# ---- block 1 ----
==> block_1/metal_stack.png <==
(8 px per um)
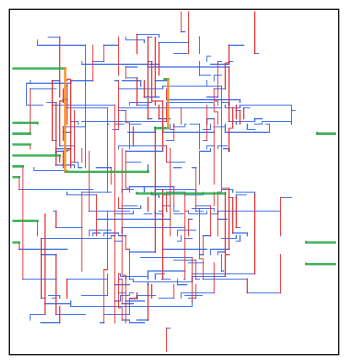
==> block_1/final_clocks.png <==
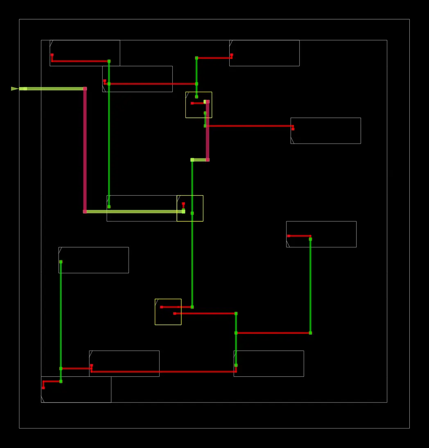
[src/rtl/nand_db.sv]
// ----------------------------------------------------------------------------
// nand_db
//   Bitwise 2-input NAND primitive with an optional registered copy of the
//   result and a saturating change counter for debug visibility.
//
//   z is purely combinational and does not depend on clk, rst or en, so the
//   cell is usable with all side-band ports tied off. The registered path
//   captures ~(x & y) on enabled clock edges.
//
// Ports
//   clk      in   1      rising-edge clock for the registered side-band
//   rst      in   1      synchronous, active-high reset of the registered state
//   x        in   WIDTH  operand A
//   y        in   WIDTH  operand B
//   z        out  WIDTH  combinational result ~(x & y)
//   en       in   1      capture enable for z_q (tie to 0 when unused)
//   z_q      out  WIDTH  registered result (all ones after reset)
//   z_vld    out  1      z_q has captured at least one value since reset
//   chg_cnt  out  CNT_W  captures that changed z_q; saturates at all ones
// ----------------------------------------------------------------------------
module nand_db #(
    parameter int WIDTH = 1,
    parameter int CNT_W = 8
) (
    input  logic             clk,
    input  logic             rst,
    input  logic [WIDTH-1:0] x,
    input  logic [WIDTH-1:0] y,
    output logic [WIDTH-1:0] z,
    input  logic             en,
    output logic [WIDTH-1:0] z_q,
    output logic             z_vld,
    output logic [CNT_W-1:0] chg_cnt
);

    // Increment that sticks at the maximum count instead of wrapping.
    function automatic logic [CNT_W-1:0] sat_inc(input logic [CNT_W-1:0] v);
        if (&v) begin
            return v;
        end
        return v + CNT_W'(1);
    endfunction

    assign z = ~(x & y);

    // Registered side-band. The reset value of z_q is all ones (NAND of zero
    // operands), so a first capture of x=y=all ones registers as a change.
    always_ff @(posedge clk) begin
        if (rst) begin
            z_q     <= {WIDTH{1'b1}};
            z_vld   <= 1'b0;
            chg_cnt <= '0;
        end else if (en) begin
            z_q   <= z;
            z_vld <= 1'b1;
            if (z != z_q) begin
                chg_cnt <= sat_inc(chg_cnt);
            end
        end
    end

endmodule

[config.mk]
export PLATFORM = sky130hd
export DESIGN_NAME = nand_db
export DESIGN_NICKNAME = d
export VERILOG_FILES = /design/src/rtl/nand_db.sv
export SDC_FILE = /design/constraint.sdc
export NUM_CORES = 1
export LEC_CHECK = 0
export ABC_AREA = 1
export CAP_MARGIN = 0
export CORE_AREA = 2 2 39 41
export CTS_BUF_LIST = sky130_fd_sc_hd__clkbuf_4 sky130_fd_sc_hd__clkbuf_8
export DETAILED_ROUTE_END_ITERATION = 16
export DIE_AREA = 0 0 41 43
export PLACE_DENSITY = 0.76
export SYNTH_ARGS = -nofsm -noshare
export SYNTH_HDL_FRONTEND = slang
export SYNTH_SLANG_ARGS = --single-unit
[constraint.sdc]
create_clock -name clk -period 3.3 [get_ports clk]
set_input_delay 0.66 -clock clk [delete_from_list [all_inputs] [get_ports clk]]
set_output_delay 0.66 -clock clk [all_outputs]
set_load 0.005 [all_outputs]
==> flow_metrics.py <==
# Metrics from the implementation run
metrics = {
    "outcome": {
        "status": "completed",
    },
    "layout": {
        "dominant_cells": "combinational gates",
        "utilization_pct": 56.9,
        "buffers_excl_clock": 15,
        "fillers": 140,
        "synthToLayoutAreaGrowth_pct": 29.7,
        "buffer_area_share_pct": 19.1,
        "sh_comb_area_pct": 44.8,
        "combGateArea_um2": 353,
        "clock_area_share_pct": 2.86,
    },
    "setup_path": {
        "path_depth": 3,
        "rrSetupSlack_ns": 1.91,
        "cp_slowest_cell": "clkdlybuf4s50_1",
        "critPathBufInv": 2,
        "startpoint_type": "input port",
        "crit_required_ns": 2.64,
        "critPathMaxFanout": 4,
        "crit_type": "input port to output port",
        "cpMostUsedCell": "clkdlybuf4s50_1",
    },
    "power": {
        "powerDensity_nw_per_um2": 318,
        "p_leak_nw": 0.324,
        "max-vdd-ir-drop_uv": 169,
        "finalPower_w": 0.000250,
    },
    "placement": {
        "dp_slack_ns": 0.893,
        "place_inst": 123,
    },
    "final_timing": {
        "fmax_mhz": 415,
        "worstMarginPinSlew_ns": 0.332,
        "setup_viol": 0,
        "finalClockPeriodUsage_pct": 73.0,
        "rsz0062_at_grt": "false",
        "hold_viol": 0,
        "slew_headroom_pct": 77.8,
    },
    "worst_hold_path": {
        "hold_depth": 2,
        "hp-class": "flip-flop to flip-flop",
        "min_to": "z_vld",
    },
    "drt": {
        "drt_pre_antenna_iters": 4,
        "routed_via_density": 4.96,
        "remaining_drc_errors": 0,
        "routed.top_layer": "met4",
        "wl_per_cell_um": 9.67,
        "drt-met1-wl_um": 554,
        "finalWirelength_um": 1220,
        "route.met3.wl_um": 57,
    },
    "clock_network": {
        "hold_buffers": 0,
        "path_clk_slew_ns": 0.07,
        "post_cts_buffers": 0,
        "cts_buffer_depth": 2,
        "clkLatencyLatePin_ns": 0.27,
        "cts.repair.resized": 0,
    },
    "global_routing": {
        "first_global_vias": 472,
        "grt.met1_usage_pct": 22.5,
    },
    "die": {
        "fp_util_pct": 43.9,
        "ios": 16,
        "die_x_um": 41,
        "core_um2": 1380,
    },
    "synth": {
        "synth-edff-count": 0,
        "top_cells_by_area": "dfxtp_1 (33%), nand2_1 (17%), nor2_1 (9.3%)",
        "top_cell_area_share_pct": 33.0,
        "yosysChipArea_um2": 607,
        "ys_cells": 94,
        "yosysSeqAreaShare_pct": 33.0,
        "yosys_warnings": 0,
        "netlist_area_um2": 607,
        "syn_nets": 100,
    },
}
Notes on block_1/metal_stack.png above:
| layer | colour | wire length |
|---|---|---|
| met3 | green | 57.4 um |
| met4 | orange | 19.0 um |
| met2 | red | 587 um |
| met1 | blue | 555 um |

Notes on block_1/final_clocks.png above:
Sink Count: 10
CTS Buf Count: 3

[logic make-up after synthesis]
| kind of cell | count (synthesis) | share of synthesized area (%) |
|---|---|---|
| simple gates | 61 | 48.0 |
| fa+ha+maj | 1 | 2.06 |
| compound gates | 9 | 8.04 |
| flops | 10 | 33.0 |
| buf+inv | 13 | 8.87 |
[worst max-delay path by stage]
stage | startpoint | to | slack, ns
global route | y | z | 0.83
floorplan | x | z | 1.88
global placement | x | z | 0.91
CTS | x | z | 0.88
finish | x | z | 0.89
detailed placement | x | z | 0.89
[power breakdown]
group          internal [W]  leakage [nW]  switching, W  total [W]
combinational     0.0000175         0.229     0.0000184  0.0000359
clock             0.0000421        0.0138     0.0000440  0.0000862
sequential         0.000124        0.0814    0.00000375   0.000128
[cell usage in the layout (no fill, tap or decap), drive strengths merged]
cell,synthesis,layout
o21ai,1,1
nor2,17,17
dfxtp,10,10
clkdlybuf4s50,0,15
nand3,8,8
clkbuf,0,3
nand4,5,5
a21oi,8,8
nand2,31,31
inv,11,11
ha,1,1
[state kept, by name, indices dropped and copies added, names as in the netlist]
signal	count
chg_cnt	8
z_q	1
z_vld	1

# ---- block 2 ----
==> src/rtl/stream_traffic_gen.sv <==
// stream_traffic_gen
//   Initiator end of the val/rdy stream protocol. Sends an arithmetic sequence
//   (seed, seed+stride, ...) on the outbound stream, accepts the returned stream
//   and checks each returned word against sent_word + EXP_OFFSET. Counts
//   mismatches (saturating) and remembers the rx index of the first one.
// Ports
//   clk, reset_n                 clock, asynchronous active-low reset
//   start, abort                 run control (start honoured in IDLE/DONE only)
//   cfg_seed/stride/count        run configuration, sampled on accepted start
//   o_stream_val/rdy/data        outbound stream (this block is the source)
//   i_stream_val/rdy/data        return stream (this block is the sink)
//   busy, done                   state == RUN, state == DONE
//   err_count, first_err_idx     mismatch count and index of first mismatch
module stream_traffic_gen #(
  parameter int unsigned DATA_W     = 32,
  parameter int unsigned CNT_W      = 16,
  parameter int unsigned EXP_OFFSET = 1,
  parameter int unsigned MAX_OUT    = 1
) (
  input  logic              clk,
  input  logic              reset_n,
  input  logic              start,
  input  logic              abort,
  input  logic [DATA_W-1:0] cfg_seed,
  input  logic [DATA_W-1:0] cfg_stride,
  input  logic [CNT_W-1:0]  cfg_count,
  output logic              o_stream_val,
  input  logic              o_stream_rdy,
  output logic [DATA_W-1:0] o_stream_data,
  input  logic              i_stream_val,
  output logic              i_stream_rdy,
  input  logic [DATA_W-1:0] i_stream_data,
  output logic              busy,
  output logic              done,
  output logic [CNT_W-1:0]  err_count,
  output logic [CNT_W-1:0]  first_err_idx
);

  localparam logic [CNT_W-1:0]  MaxOut    = CNT_W'(MAX_OUT);
  localparam logic [DATA_W-1:0] ExpOffset = DATA_W'(EXP_OFFSET);
  localparam logic [CNT_W-1:0]  ErrMax    = '1;

  typedef enum logic [1:0] {StIdle, StRun, StDone} state_e;

  state_e            r_state;
  logic [DATA_W-1:0] r_stride;
  logic [DATA_W-1:0] r_tx_word;
  logic [DATA_W-1:0] r_rx_exp;
  logic [CNT_W-1:0]  r_count;
  logic [CNT_W-1:0]  r_tx_cnt;
  logic [CNT_W-1:0]  r_rx_cnt;
  logic [CNT_W-1:0]  r_err_count;
  logic [CNT_W-1:0]  r_first_err_idx;

  logic              w_run;
  logic [CNT_W-1:0]  w_outstanding;
  logic              w_tx_val;
  logic              w_rx_rdy;
  logic              w_tx_fire;
  logic              w_rx_fire;
  logic              w_mismatch;
  logic              w_last_rx;

  // Handshake outputs depend on registers only, never on the partner's rdy/val.
  assign w_run         = (r_state == StRun);
  assign w_outstanding = r_tx_cnt - r_rx_cnt;
  assign w_tx_val      = w_run && (r_tx_cnt < r_count) && (w_outstanding < MaxOut);
  assign w_rx_rdy      = w_run && (r_rx_cnt < r_tx_cnt);
  assign w_tx_fire     = w_tx_val && o_stream_rdy;
  assign w_rx_fire     = w_rx_rdy && i_stream_val;
  assign w_mismatch    = (i_stream_data != r_rx_exp);
  // rx_cnt < tx_cnt <= count whenever rdy is high, so the +1 cannot wrap.
  assign w_last_rx     = w_rx_fire && ((r_rx_cnt + CNT_W'(1)) == r_count);

  assign o_stream_val  = w_tx_val;
  assign o_stream_data = r_tx_word;
  assign i_stream_rdy  = w_rx_rdy;
  assign busy          = w_run;
  assign done          = (r_state == StDone);
  assign err_count     = r_err_count;
  assign first_err_idx = r_first_err_idx;

  always_ff @(posedge clk or negedge reset_n) begin
    if (!reset_n) begin
      r_state         <= StIdle;
      r_stride        <= '0;
      r_tx_word       <= '0;
      r_rx_exp        <= '0;
      r_count         <= '0;
      r_tx_cnt        <= '0;
      r_rx_cnt        <= '0;
      r_err_count     <= '0;
      r_first_err_idx <= '0;
    end else begin
      unique case (r_state)
        StIdle, StDone: begin
          if (start) begin
            r_tx_cnt        <= '0;
            r_rx_cnt        <= '0;
            r_err_count     <= '0;
            r_first_err_idx <= '0;
            r_count         <= cfg_count;
            r_stride        <= cfg_stride;
            r_tx_word       <= cfg_seed;
            r_rx_exp        <= cfg_seed + ExpOffset;
            r_state         <= (cfg_count == '0) ? StDone : StRun;
          end
        end
        StRun: begin
          // Abort discards any transfer that happens in the same cycle.
          if (abort) begin
            r_state <= StIdle;
          end else begin
            if (w_tx_fire) begin
              r_tx_word <= r_tx_word + r_stride;
              r_tx_cnt  <= r_tx_cnt + CNT_W'(1);
            end
            if (w_rx_fire) begin
              if (w_mismatch) begin
                if (r_err_count == '0) begin
                  r_first_err_idx <= r_rx_cnt;
                end
                if (r_err_count != ErrMax) begin
                  r_err_count <= r_err_count + CNT_W'(1);
                end
              end
              r_rx_exp <= r_rx_exp + r_stride;
              r_rx_cnt <= r_rx_cnt + CNT_W'(1);
            end
            if (w_last_rx) begin
              r_state <= StDone;
            end
          end
        end
        default: r_state <= StIdle;
      endcase
    end
  end

endmodule

==> config.mk <==
export PLATFORM = sky130hd
export DESIGN_NAME = stream_traffic_gen
export DESIGN_NICKNAME = d
export VERILOG_FILES = /design/src/rtl/stream_traffic_gen.sv
export SDC_FILE = /design/constraint.sdc
export NUM_CORES = 1
export LEC_CHECK = 0
export CORE_MARGIN = 2
export CORE_UTILIZATION = 45
export CTS_BUF_LIST = sky130_fd_sc_hd__clkbuf_8 sky130_fd_sc_hd__clkbuf_16
export DETAILED_ROUTE_END_ITERATION = 10
export GPL_TIMING_DRIVEN = 0
export PLACE_DENSITY_LB_ADDON = 0.1
export SYNTH_ARGS = -nofsm -noshare
export SYNTH_HDL_FRONTEND = slang
export SYNTH_SLANG_ARGS = --single-unit
==> constraint.sdc <==
create_clock -name clk -period 4.7 [get_ports clk]
set_clock_uncertainty 0.2 [all_clocks]
set_input_delay 0.94 -clock clk [delete_from_list [all_inputs] [get_ports clk]]
set_output_delay 0.94 -clock clk [all_outputs]
set_load 0.005 [all_outputs]
==> flow_metrics.py <==
# Metrics from the implementation run
metrics = {
    "outcome": {
        "status": "completed",
    },
    "clock_network": {
        "cts_made_buffers": 17,
        "cts_tree": "done",
        "cts.repair.resized": 20,
        "htreeDepth": 4,
        "post_cts_buffers": 0,
        "root_buffer": "clkbuf_16",
        "path_clk_slew_ns": 0.08,
    },
    "worst_hold_path": {
        "hp-class": "input port to asynchronous set/reset pin",
    },
    "synth": {
        "synth-edff-count": 0,
        "ys_cells": 1697,
        "synth_cell_types": 76,
        "syn_nets": 1916,
        "yosysSeqAreaShare_pct": 32.7,
        "async_flop_share_pct": 100,
        "largest_area_cell": "dfrtp_1",
        "synthTopCellsByCount": "nand2_1 (247), dfrtp_1 (178), o21ai_0 (154), nor2_1 (139), a21oi_1 (121)",
        "avgSynthCellArea_um2": 8.02,
        "top_cells_by_area": "dfrtp_1 (33%), ha_1 (9.0%), nand2_1 (6.8%)",
        "synthFlopType": "dfrtp_1",
    },
    "drt": {
        "finalWirelength_um": 48800,
        "antenna_left": 0,
        "wl_per_cell_um": 21.2,
        "remaining_drc_errors": 0,
        "drt_pre_antenna_iters": 5,
        "dr.first_iter.drc_count": 1069,
        "drt-met1-wl_um": 22500,
    },
    "layout": {
        "num-nonclk-inverters": 83,
        "clock_area_share_pct": 3.66,
        "final_nets": 2117,
        "buffers_excl_clock": 253,
        "combGateArea_um2": 8640,
        "fillers": 2815,
        "stdcell_area_um2": 16700,
        "layout-drive-gt1-share_pct": 4.45,
        "comb.multi_input.count": 1365,
        "sh_comb_area_pct": 51.8,
        "seq_cell_count": 178,
        "buffer_area_share_pct": 13.0,
        "seq_area_um2": 4460,
    },
    "placement": {
        "place_area_um2": 16000,
        "gp_congestion": 0.982,
        "place_inst": 2272,
    },
    "global_routing": {
        "antenna_found_initial": 2,
    },
    "setup_path": {
        "cp.arrival_ns": 3.38,
        "critPathMaxFanout": 8,
        "reg2reg_to": "o_stream_data[27]",
        "crit_type": "flip-flop to output port",
        "setup.worst_path.end": "o_stream_val",
        "critPathBufInv": 1,
        "cp_slowest_cell": "dfrtp_1",
        "cp_slowest_stage_delay_ns": 0.49,
        "r2r_start": "r_tx_cnt[0]",
        "rrSetupSlack_ns": 0.20,
        "crit_start": "r_tx_cnt[2]",
        "rr_worst_depth": 16,
    },
    "die": {
        "die_x_um": 178,
        "fp_util_pct": 45.8,
        "taps": 390,
        "core_um2": 29700,
        "rows": 63,
        "ios": 186,
    },
    "final_timing": {
        "setup_viol": 0,
        "worstMarginPinSlew_ns": 1.12,
        "min_period_ns": 4.52,
        "drv_slew": 0,
        "slew_headroom_pct": 25.6,
    },
    "power": {
        "powerDensity_nw_per_um2": 519,
    },
    "job": {
        "warnings": 30,
    },
}
## layout by cell type, fill, tap and decap left out, types with 6 or more instances in the layout
cell	count
nand2_1	247
clkdlybuf4s50_1	182
dfrtp_1	171
o21ai_0	153
nor2_1	138
a21oi_1	118
ha_1	96
xnor2_1	90
inv_1	84
nand3_1	67
xor2_1	62
clkbuf_1	49
nor3_1	42
nand4_1	32
a21o_1	31
nor4_1	24
and3_1	20
a31oi_1	17
clkbuf_16	17
nor2b_1	15
a211oi_1	14
nand2b_1	13
or3_1	13
o21a_1	11
mux2i_1	10
o211ai_1	9
and4_1	8
mux2_2	8
nor4b_1	7
and2_1	7
o21bai_1	7
buf_1	7
dfrtp_2	7
clkbuf_2	6
o31ai_1	6
a41o_1	6
## power breakdown
group	leakage [nW]	internal (W)	switching, W
combinational	4.70	0.00210	0.00267
sequential	2.25	0.00191	0.000435
clock	0.289	0.000843	0.000694
## kinds of logic (layout without fill, tap and decap cells)
logic type,count (synthesis),in the layout,synth area share (%)
DFF,178,178,32.7
buffers and inverters,154,368,4.39
xor gates and xnor gates,152,152,9.78
muxes,18,18,1.40
and+or+nand+nor,660,660,22.8
AOI/OAI and AO/OA,434,434,19.5
adders and majority gates,101,101,9.45
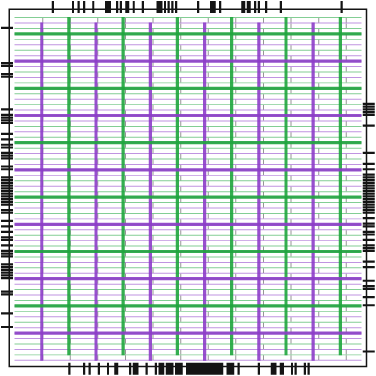
(block_2/pdn.png)
(2 px per um) Pins as bars on the die edge. Tap cells in grey.
| net | colour |
|---|---|
| VDD | green |
| VSS | purple |
rows: 63
tap cells: 390
met4 straps: 12
met5 straps: 12
signal pins: 186

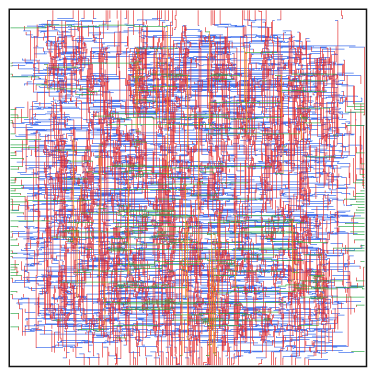
(block_2/metal_stack.png)
(2 px per um)
| layer | colour | wire length |
|---|---|---|
| met4 | orange | 1260 um |
| met2 | red | 21.7 mm |
| met3 | green | 3380 um |
| met1 | blue | 22.5 mm |


# ---- block 3 ----
## src/rtl/spi_arb_pkg.sv

```systemverilog
// Shared definitions for the two-source SPI stream arbiter.
//   arb_state_t : frame sequencing states of the arbiter FSM
//   BIT_CNT_W   : width of the bit-within-byte counter
//   DIV_CNT_W   : width of the sclk half-period divider counter
//   rr_pick()   : round-robin pick between two requesters
package spi_arb_pkg;

    typedef enum logic [1:0] {
        ST_IDLE     = 2'd0,
        ST_SHIFT    = 2'd1,
        ST_BYTE_END = 2'd2,
        ST_GAP      = 2'd3
    } arb_state_t;

    localparam int BIT_CNT_W = 3;
    localparam int DIV_CNT_W = 8;
    localparam int BYTE_W    = 8;

    // With both sources requesting, the one not granted last wins;
    // a sole requester always wins.
    function automatic logic rr_pick(input logic req0, input logic req1,
                                     input logic last_grant);
        if (req0 && req1) begin
            return ~last_grant;
        end
        return req1;
    endfunction

endpackage

```

## src/rtl/spi_byte_shifter.sv

```systemverilog
// One-byte SPI mode-0 shift engine.
//   clk, rst_n   : system clock, asynchronous active-low reset
//   i_load       : start a byte with i_data (only pulsed while idle)
//   i_data       : byte to transmit, MSB first
//   i_miso       : serial input, sampled on each sclk rising edge
//   o_sclk       : SPI clock, low CLK_DIV cycles then high CLK_DIV cycles per bit
//   o_mosi       : serial output, changes when a low phase begins
//   o_rx_data    : received byte, complete once o_done is seen
//   o_done       : high in the final clk cycle of the byte (16*CLK_DIV cycles after load)
module spi_byte_shifter
    import spi_arb_pkg::*;
#(
    parameter int CLK_DIV = 2
) (
    input  logic              clk,
    input  logic              rst_n,
    input  logic              i_load,
    input  logic [BYTE_W-1:0] i_data,
    input  logic              i_miso,
    output logic              o_sclk,
    output logic              o_mosi,
    output logic [BYTE_W-1:0] o_rx_data,
    output logic              o_done
);

    localparam logic [DIV_CNT_W-1:0] DIV_LAST = DIV_CNT_W'(CLK_DIV - 1);
    localparam logic [BIT_CNT_W-1:0] BIT_LAST = {BIT_CNT_W{1'b1}};

    logic [BYTE_W-1:0]    r_tx_shreg;
    logic [BYTE_W-1:0]    r_rx_shreg;
    logic [DIV_CNT_W-1:0] r_div_cnt;
    logic [BIT_CNT_W-1:0] r_bit_cnt;
    logic                 r_sclk;
    logic                 r_active;
    logic                 w_phase_end;

    assign w_phase_end = (r_div_cnt == DIV_LAST);

    always_ff @(posedge clk or negedge rst_n) begin
        if (!rst_n) begin
            r_tx_shreg <= '0;
            r_rx_shreg <= '0;
            r_div_cnt  <= '0;
            r_bit_cnt  <= '0;
            r_sclk     <= 1'b0;
            r_active   <= 1'b0;
        end else if (i_load) begin
            r_tx_shreg <= i_data;
            r_div_cnt  <= '0;
            r_bit_cnt  <= '0;
            r_sclk     <= 1'b0;
            r_active   <= 1'b1;
        end else if (r_active) begin
            if (w_phase_end) begin
                r_div_cnt <= '0;
                if (!r_sclk) begin
                    // Low phase ends: sclk rises, capture miso.
                    r_sclk     <= 1'b1;
                    r_rx_shreg <= {r_rx_shreg[BYTE_W-2:0], i_miso};
                end else begin
                    // High phase ends: sclk falls and the next bit is presented.
                    r_sclk     <= 1'b0;
                    r_tx_shreg <= {r_tx_shreg[BYTE_W-2:0], 1'b0};
                    if (r_bit_cnt == BIT_LAST) begin
                        r_active <= 1'b0;
                    end else begin
                        r_bit_cnt <= r_bit_cnt + 1'b1;
                    end
                end
            end else begin
                r_div_cnt <= r_div_cnt + 1'b1;
            end
        end
    end

    assign o_sclk    = r_sclk;
    assign o_mosi    = r_tx_shreg[BYTE_W-1];
    assign o_rx_data = r_rx_shreg;
    assign o_done    = r_active && w_phase_end && r_sclk && (r_bit_cnt == BIT_LAST);

endmodule

```

## src/rtl/spi_stream_arbiter.sv

```systemverilog
// Two-source byte-stream arbiter driving one SPI mode-0 master.
// Sources hold srcN_cs_n low for a frame and present bytes on srcN_data;
// each consumed byte is acknowledged with a one-cycle srcN_ready pulse.
// Frames are granted round-robin; consecutive bytes of a frame keep
// spi_cs_n low, and frames are separated by at least CS_GAP cycles.
//   clk, rst_n                  : system clock, asynchronous active-low reset
//   src0_cs_n/data/ready        : source 0 request, byte, consume pulse
//   src1_cs_n/data/ready        : source 1 request, byte, consume pulse
//   spi_sclk/cs_n/mosi/miso     : SPI master pins
//   rx_data, rx_valid, rx_src   : received byte, its strobe and owning source
//   busy                        : high whenever a frame or gap is in progress
module spi_stream_arbiter
    import spi_arb_pkg::*;
#(
    parameter int CLK_DIV = 2,
    parameter int CS_GAP  = 2
) (
    input  logic              clk,
    input  logic              rst_n,
    input  logic              src0_cs_n,
    input  logic [BYTE_W-1:0] src0_data,
    output logic              src0_ready,
    input  logic              src1_cs_n,
    input  logic [BYTE_W-1:0] src1_data,
    output logic              src1_ready,
    output logic              spi_sclk,
    output logic              spi_cs_n,
    output logic              spi_mosi,
    input  logic              spi_miso,
    output logic [BYTE_W-1:0] rx_data,
    output logic              rx_valid,
    output logic              rx_src,
    output logic              busy
);

    localparam logic [DIV_CNT_W-1:0] GAP_LAST = DIV_CNT_W'(CS_GAP - 1);

    arb_state_t           r_state;
    arb_state_t           w_state_next;
    logic                 r_grant;
    logic                 r_last_grant;
    logic [DIV_CNT_W-1:0] r_gap_cnt;
    logic [1:0]           r_ready;
    logic                 r_rx_valid;
    logic [BYTE_W-1:0]    r_rx_data;
    logic                 r_rx_src;

    logic [1:0]           w_src_cs_n;
    logic [1:0]           w_req;
    logic                 w_load;
    logic                 w_load_src;
    logic                 w_enter_gap;
    logic [BYTE_W-1:0]    w_load_data;
    logic                 w_sclk;
    logic                 w_mosi;
    logic [BYTE_W-1:0]    w_rx_byte;
    logic                 w_done;

    assign w_src_cs_n = {src1_cs_n, src0_cs_n};

    for (genvar gi = 0; gi < 2; gi++) begin : g_req
        assign w_req[gi] = ~w_src_cs_n[gi];
    end

    assign w_load_data = w_load_src ? src1_data : src0_data;

    spi_byte_shifter #(
        .CLK_DIV (CLK_DIV)
    ) u_shifter (
        .clk       (clk),
        .rst_n     (rst_n),
        .i_load    (w_load),
        .i_data    (w_load_data),
        .i_miso    (spi_miso),
        .o_sclk    (w_sclk),
        .o_mosi    (w_mosi),
        .o_rx_data (w_rx_byte),
        .o_done    (w_done)
    );

    // Requests are only looked at in IDLE and BYTE_END, so a source
    // dropping cs_n mid-byte simply lets the current byte finish.
    always_comb begin
        w_state_next = r_state;
        w_load       = 1'b0;
        w_load_src   = r_grant;
        w_enter_gap  = 1'b0;
        case (r_state)
            ST_IDLE: begin
                if (|w_req) begin
                    w_load       = 1'b1;
                    w_load_src   = rr_pick(w_req[0], w_req[1], r_last_grant);
                    w_state_next = ST_SHIFT;
                end
            end
            ST_SHIFT: begin
                if (w_done) begin
                    w_state_next = ST_BYTE_END;
                end
            end
            ST_BYTE_END: begin
                if (w_req[r_grant]) begin
                    w_load       = 1'b1;
                    w_state_next = ST_SHIFT;
                end else begin
                    w_enter_gap  = 1'b1;
                    w_state_next = ST_GAP;
                end
            end
            ST_GAP: begin
                if (r_gap_cnt == GAP_LAST) begin
                    w_state_next = ST_IDLE;
                end
            end
            default: begin
                w_state_next = ST_IDLE;
            end
        endcase
    end

    always_ff @(posedge clk or negedge rst_n) begin
        if (!rst_n) begin
            r_state      <= ST_IDLE;
            r_grant      <= 1'b0;
            r_last_grant <= 1'b1;
            r_gap_cnt    <= '0;
            r_ready      <= 2'b00;
            r_rx_valid   <= 1'b0;
            r_rx_data    <= '0;
            r_rx_src     <= 1'b0;
        end else begin
            r_state <= w_state_next;
            if (w_load) begin
                r_grant <= w_load_src;
            end
            // Ready is a registered acknowledge, high in the cycle after the
            // byte was latched, so the source may change data from then on.
            r_ready <= w_load ? (w_load_src ? 2'b10 : 2'b01) : 2'b00;
            // The byte's last rising-edge sample happened CLK_DIV cycles ago,
            // so the receive register is complete on the final SHIFT cycle.
            r_rx_valid <= (r_state == ST_SHIFT) && w_done;
            if ((r_state == ST_SHIFT) && w_done) begin
                r_rx_data <= w_rx_byte;
                r_rx_src  <= r_grant;
            end
            if (w_enter_gap) begin
                r_last_grant <= r_grant;
                r_gap_cnt    <= '0;
            end else if (r_state == ST_GAP) begin
                r_gap_cnt <= r_gap_cnt + 1'b1;
            end
        end
    end

    assign src0_ready = r_ready[0];
    assign src1_ready = r_ready[1];
    // The shifter holds sclk low whenever no byte is in flight.
    assign spi_sclk   = w_sclk;
    assign spi_cs_n   = !((r_state == ST_SHIFT) || (r_state == ST_BYTE_END));
    assign spi_mosi   = (r_state == ST_SHIFT) && w_mosi;
    assign rx_data    = r_rx_data;
    assign rx_valid   = r_rx_valid;
    assign rx_src     = r_rx_src;
    assign busy       = (r_state != ST_IDLE);

endmodule

```

## config.mk

```make
export PLATFORM = sky130hd
export DESIGN_NAME = spi_stream_arbiter
export DESIGN_NICKNAME = d
export VERILOG_FILES = /design/src/rtl/spi_arb_pkg.sv /design/src/rtl/spi_byte_shifter.sv /design/src/rtl/spi_stream_arbiter.sv
export SDC_FILE = /design/constraint.sdc
export NUM_CORES = 1
export LEC_CHECK = 0
export ABC_AREA = 1
export CAP_MARGIN = 20
export CORE_MARGIN = 2
export CORE_UTILIZATION = 35
export CTS_CLUSTER_DIAMETER = 60
export DETAILED_ROUTE_END_ITERATION = 16
export PLACE_DENSITY = 0.64
export SYNTH_ARGS = -nofsm -noshare
export SYNTH_HDL_FRONTEND = slang
export SYNTH_SLANG_ARGS = --single-unit
```

## constraint.sdc

```tcl
create_clock -name clk -period 1.8 [get_ports clk]
set_input_delay 0.27 -clock clk [delete_from_list [all_inputs] [get_ports clk]]
set_output_delay 0.27 -clock clk [all_outputs]
set_load 0.005 [all_outputs]
```

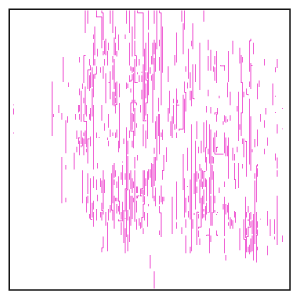
(block_3/met2.png)
(3 px per um)
nets with wire on the layer: 346
wire length on this layer: 2680 um
main direction: vertical
share of all routed wire: 47%

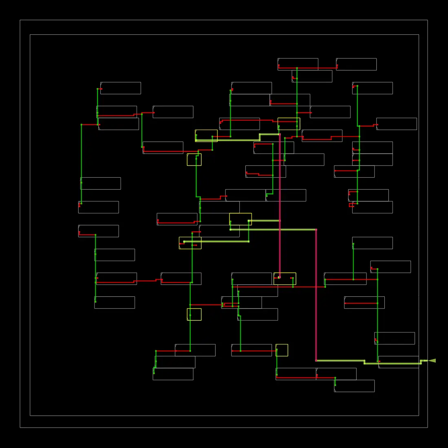
(block_3/final_clocks.png)
Fin Clk Skew: 0.0131 ns
Sink Count: 53

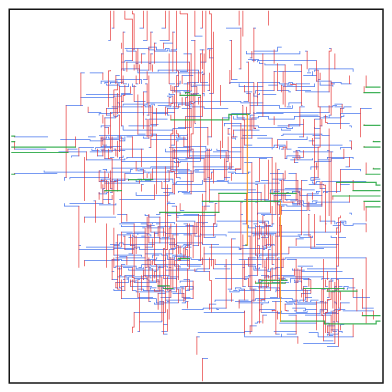
(block_3/metal_stack.png)
(4 px per um)
| layer | colour | wire length |
|---|---|---|
| met4 | orange | 62.6 um |
| met1 | blue | 2760 um |
| met3 | green | 245 um |
| met2 | red | 2680 um |
via count: 2362
Post-Route WL: 5750 um
total track usage: 14.2%
Wirelength per Cell: 11.5 um

-- through the flow --
step	utilization [%]	cell area [um2]	hold slack (ns)	cells	power [W]
finish	45.3	3500	0.442	501	0.00483
global placement	43.1	3330	0.258	488	0.00398
global route	45.3	3500	0.486	501	0.00529
CTS	45.1	3490	0.444	501	0.00484
floorplan	-	2780	-0.0256	343	0.00326
detailed placement	43.1	3330	0.256	488	0.00404
-- power by group --
group / switching [W] / total (W) / internal, W / leakage (nW)
Sequential: 0.000198 / 0.00171 / 0.00152 / 0.694
Clock: 0.000432 / 0.000714 / 0.000282 / 0.0447
Combinational: 0.00139 / 0.00240 / 0.00101 / 0.997
Total: 0.00202 / 0.00483 / 0.00281 / 1.74
-- timing repair --
action	in CTS	in global routing
buffers inserted	4	0
pin swaps	1	1
hold endpoints to repair	19	0
endpoints found under the setup margin	3	3
gates resized	8	4
gates cloned	0	0
hold buffers	1	0
-- per-layer routing --
layer,vias up,global-route usage (%),share of wire (%)
met5,-,0,0
met4,0,3.80,1.1
met3,5,3.38,4.3
met2,52,23.0,47
met1,1100,19.1,48
li1,1205,-,-
==> flow_metrics.py <==
# Metrics from the implementation run
metrics = {
    "global_routing": {
        "grt.overflow.total": 0,
        "first_global_vias": 2307,
    },
    "setup_path": {
        "rrSetupSlack_ns": 0.12,
        "crit_required_ns": 2.02,
        "setup.worst_path.end": "u_shifter.o_rx_data[4]",
        "cp.arrival_ns": 1.89,
        "critPathMaxFanout": 16,
        "startpoint_type": "flip-flop",
    },
    "synth": {
        "synthAdderAreaFrac_pct": 4.95,
        "yosysChipArea_um2": 2780,
        "synthFlopType": "dfrtp_1",
        "synthTopLogicFamily": "simple AND/OR/NAND/NOR gates",
        "top_cell": "nand2_1",
        "top_cell_area_share_pct": 46.8,
        "yosys.area_share.simple_pct": 29.4,
        "largest_area_cell": "dfrtp_1",
        "yosysSeqAreaShare_pct": 47.8,
        "synthXorXnorAreaFrac_pct": 0.946,
    },
    "outcome": {
        "status": "completed",
    },
    "die": {
        "taps": 102,
        "fp_util_pct": 35.9,
    },
    "final_timing": {
        "setup_viol": 0,
        "min_period_ns": 1.68,
        "finalClockPeriodUsage_pct": 93.1,
    },
    "drt": {
        "routed_via_density": 4.71,
        "antenna_left": 0,
        "dr.first_iter.drc_count": 86,
    },
    "clock_network": {
        "cts_buffer_depth": 2,
        "root_buffer": "clkbuf_8",
    },
    "layout": {
        "seq_area_um2": 1330,
        "dominant_cells": "sequential cells",
    },
    "worst_hold_path": {
        "hp-class": "input port to asynchronous set/reset pin",
    },
    "placement": {
        "dp_slack_ns": 0.0453,
        "io_buffers": 36,
    },
}


==> notes/layouts.md <==
Pictures saved along the way, in no particular order.

The metal 3 layer.
image #1
(3 px per um) Cells faint in the background.
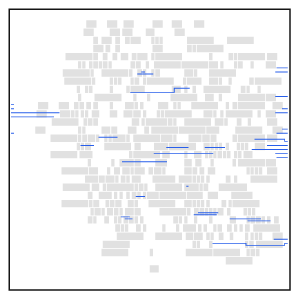
image #2
(6 px per um) Cells faint in the background.
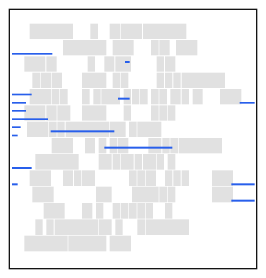
image #3
(1.5 px per um) Cells faint in the background.
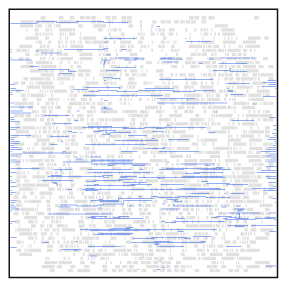
Of these, largest die: image #3
Of these, smallest die: image #2
image #3: block 2
image #2: block 1
image #1: block 3

Key to image #2:
nets with wire on the layer: 14
wire length on this layer: 57.4 um
main direction: horizontal
longest straight run: 11.0 um

Power is estimated from default activity; no workload was simulated.
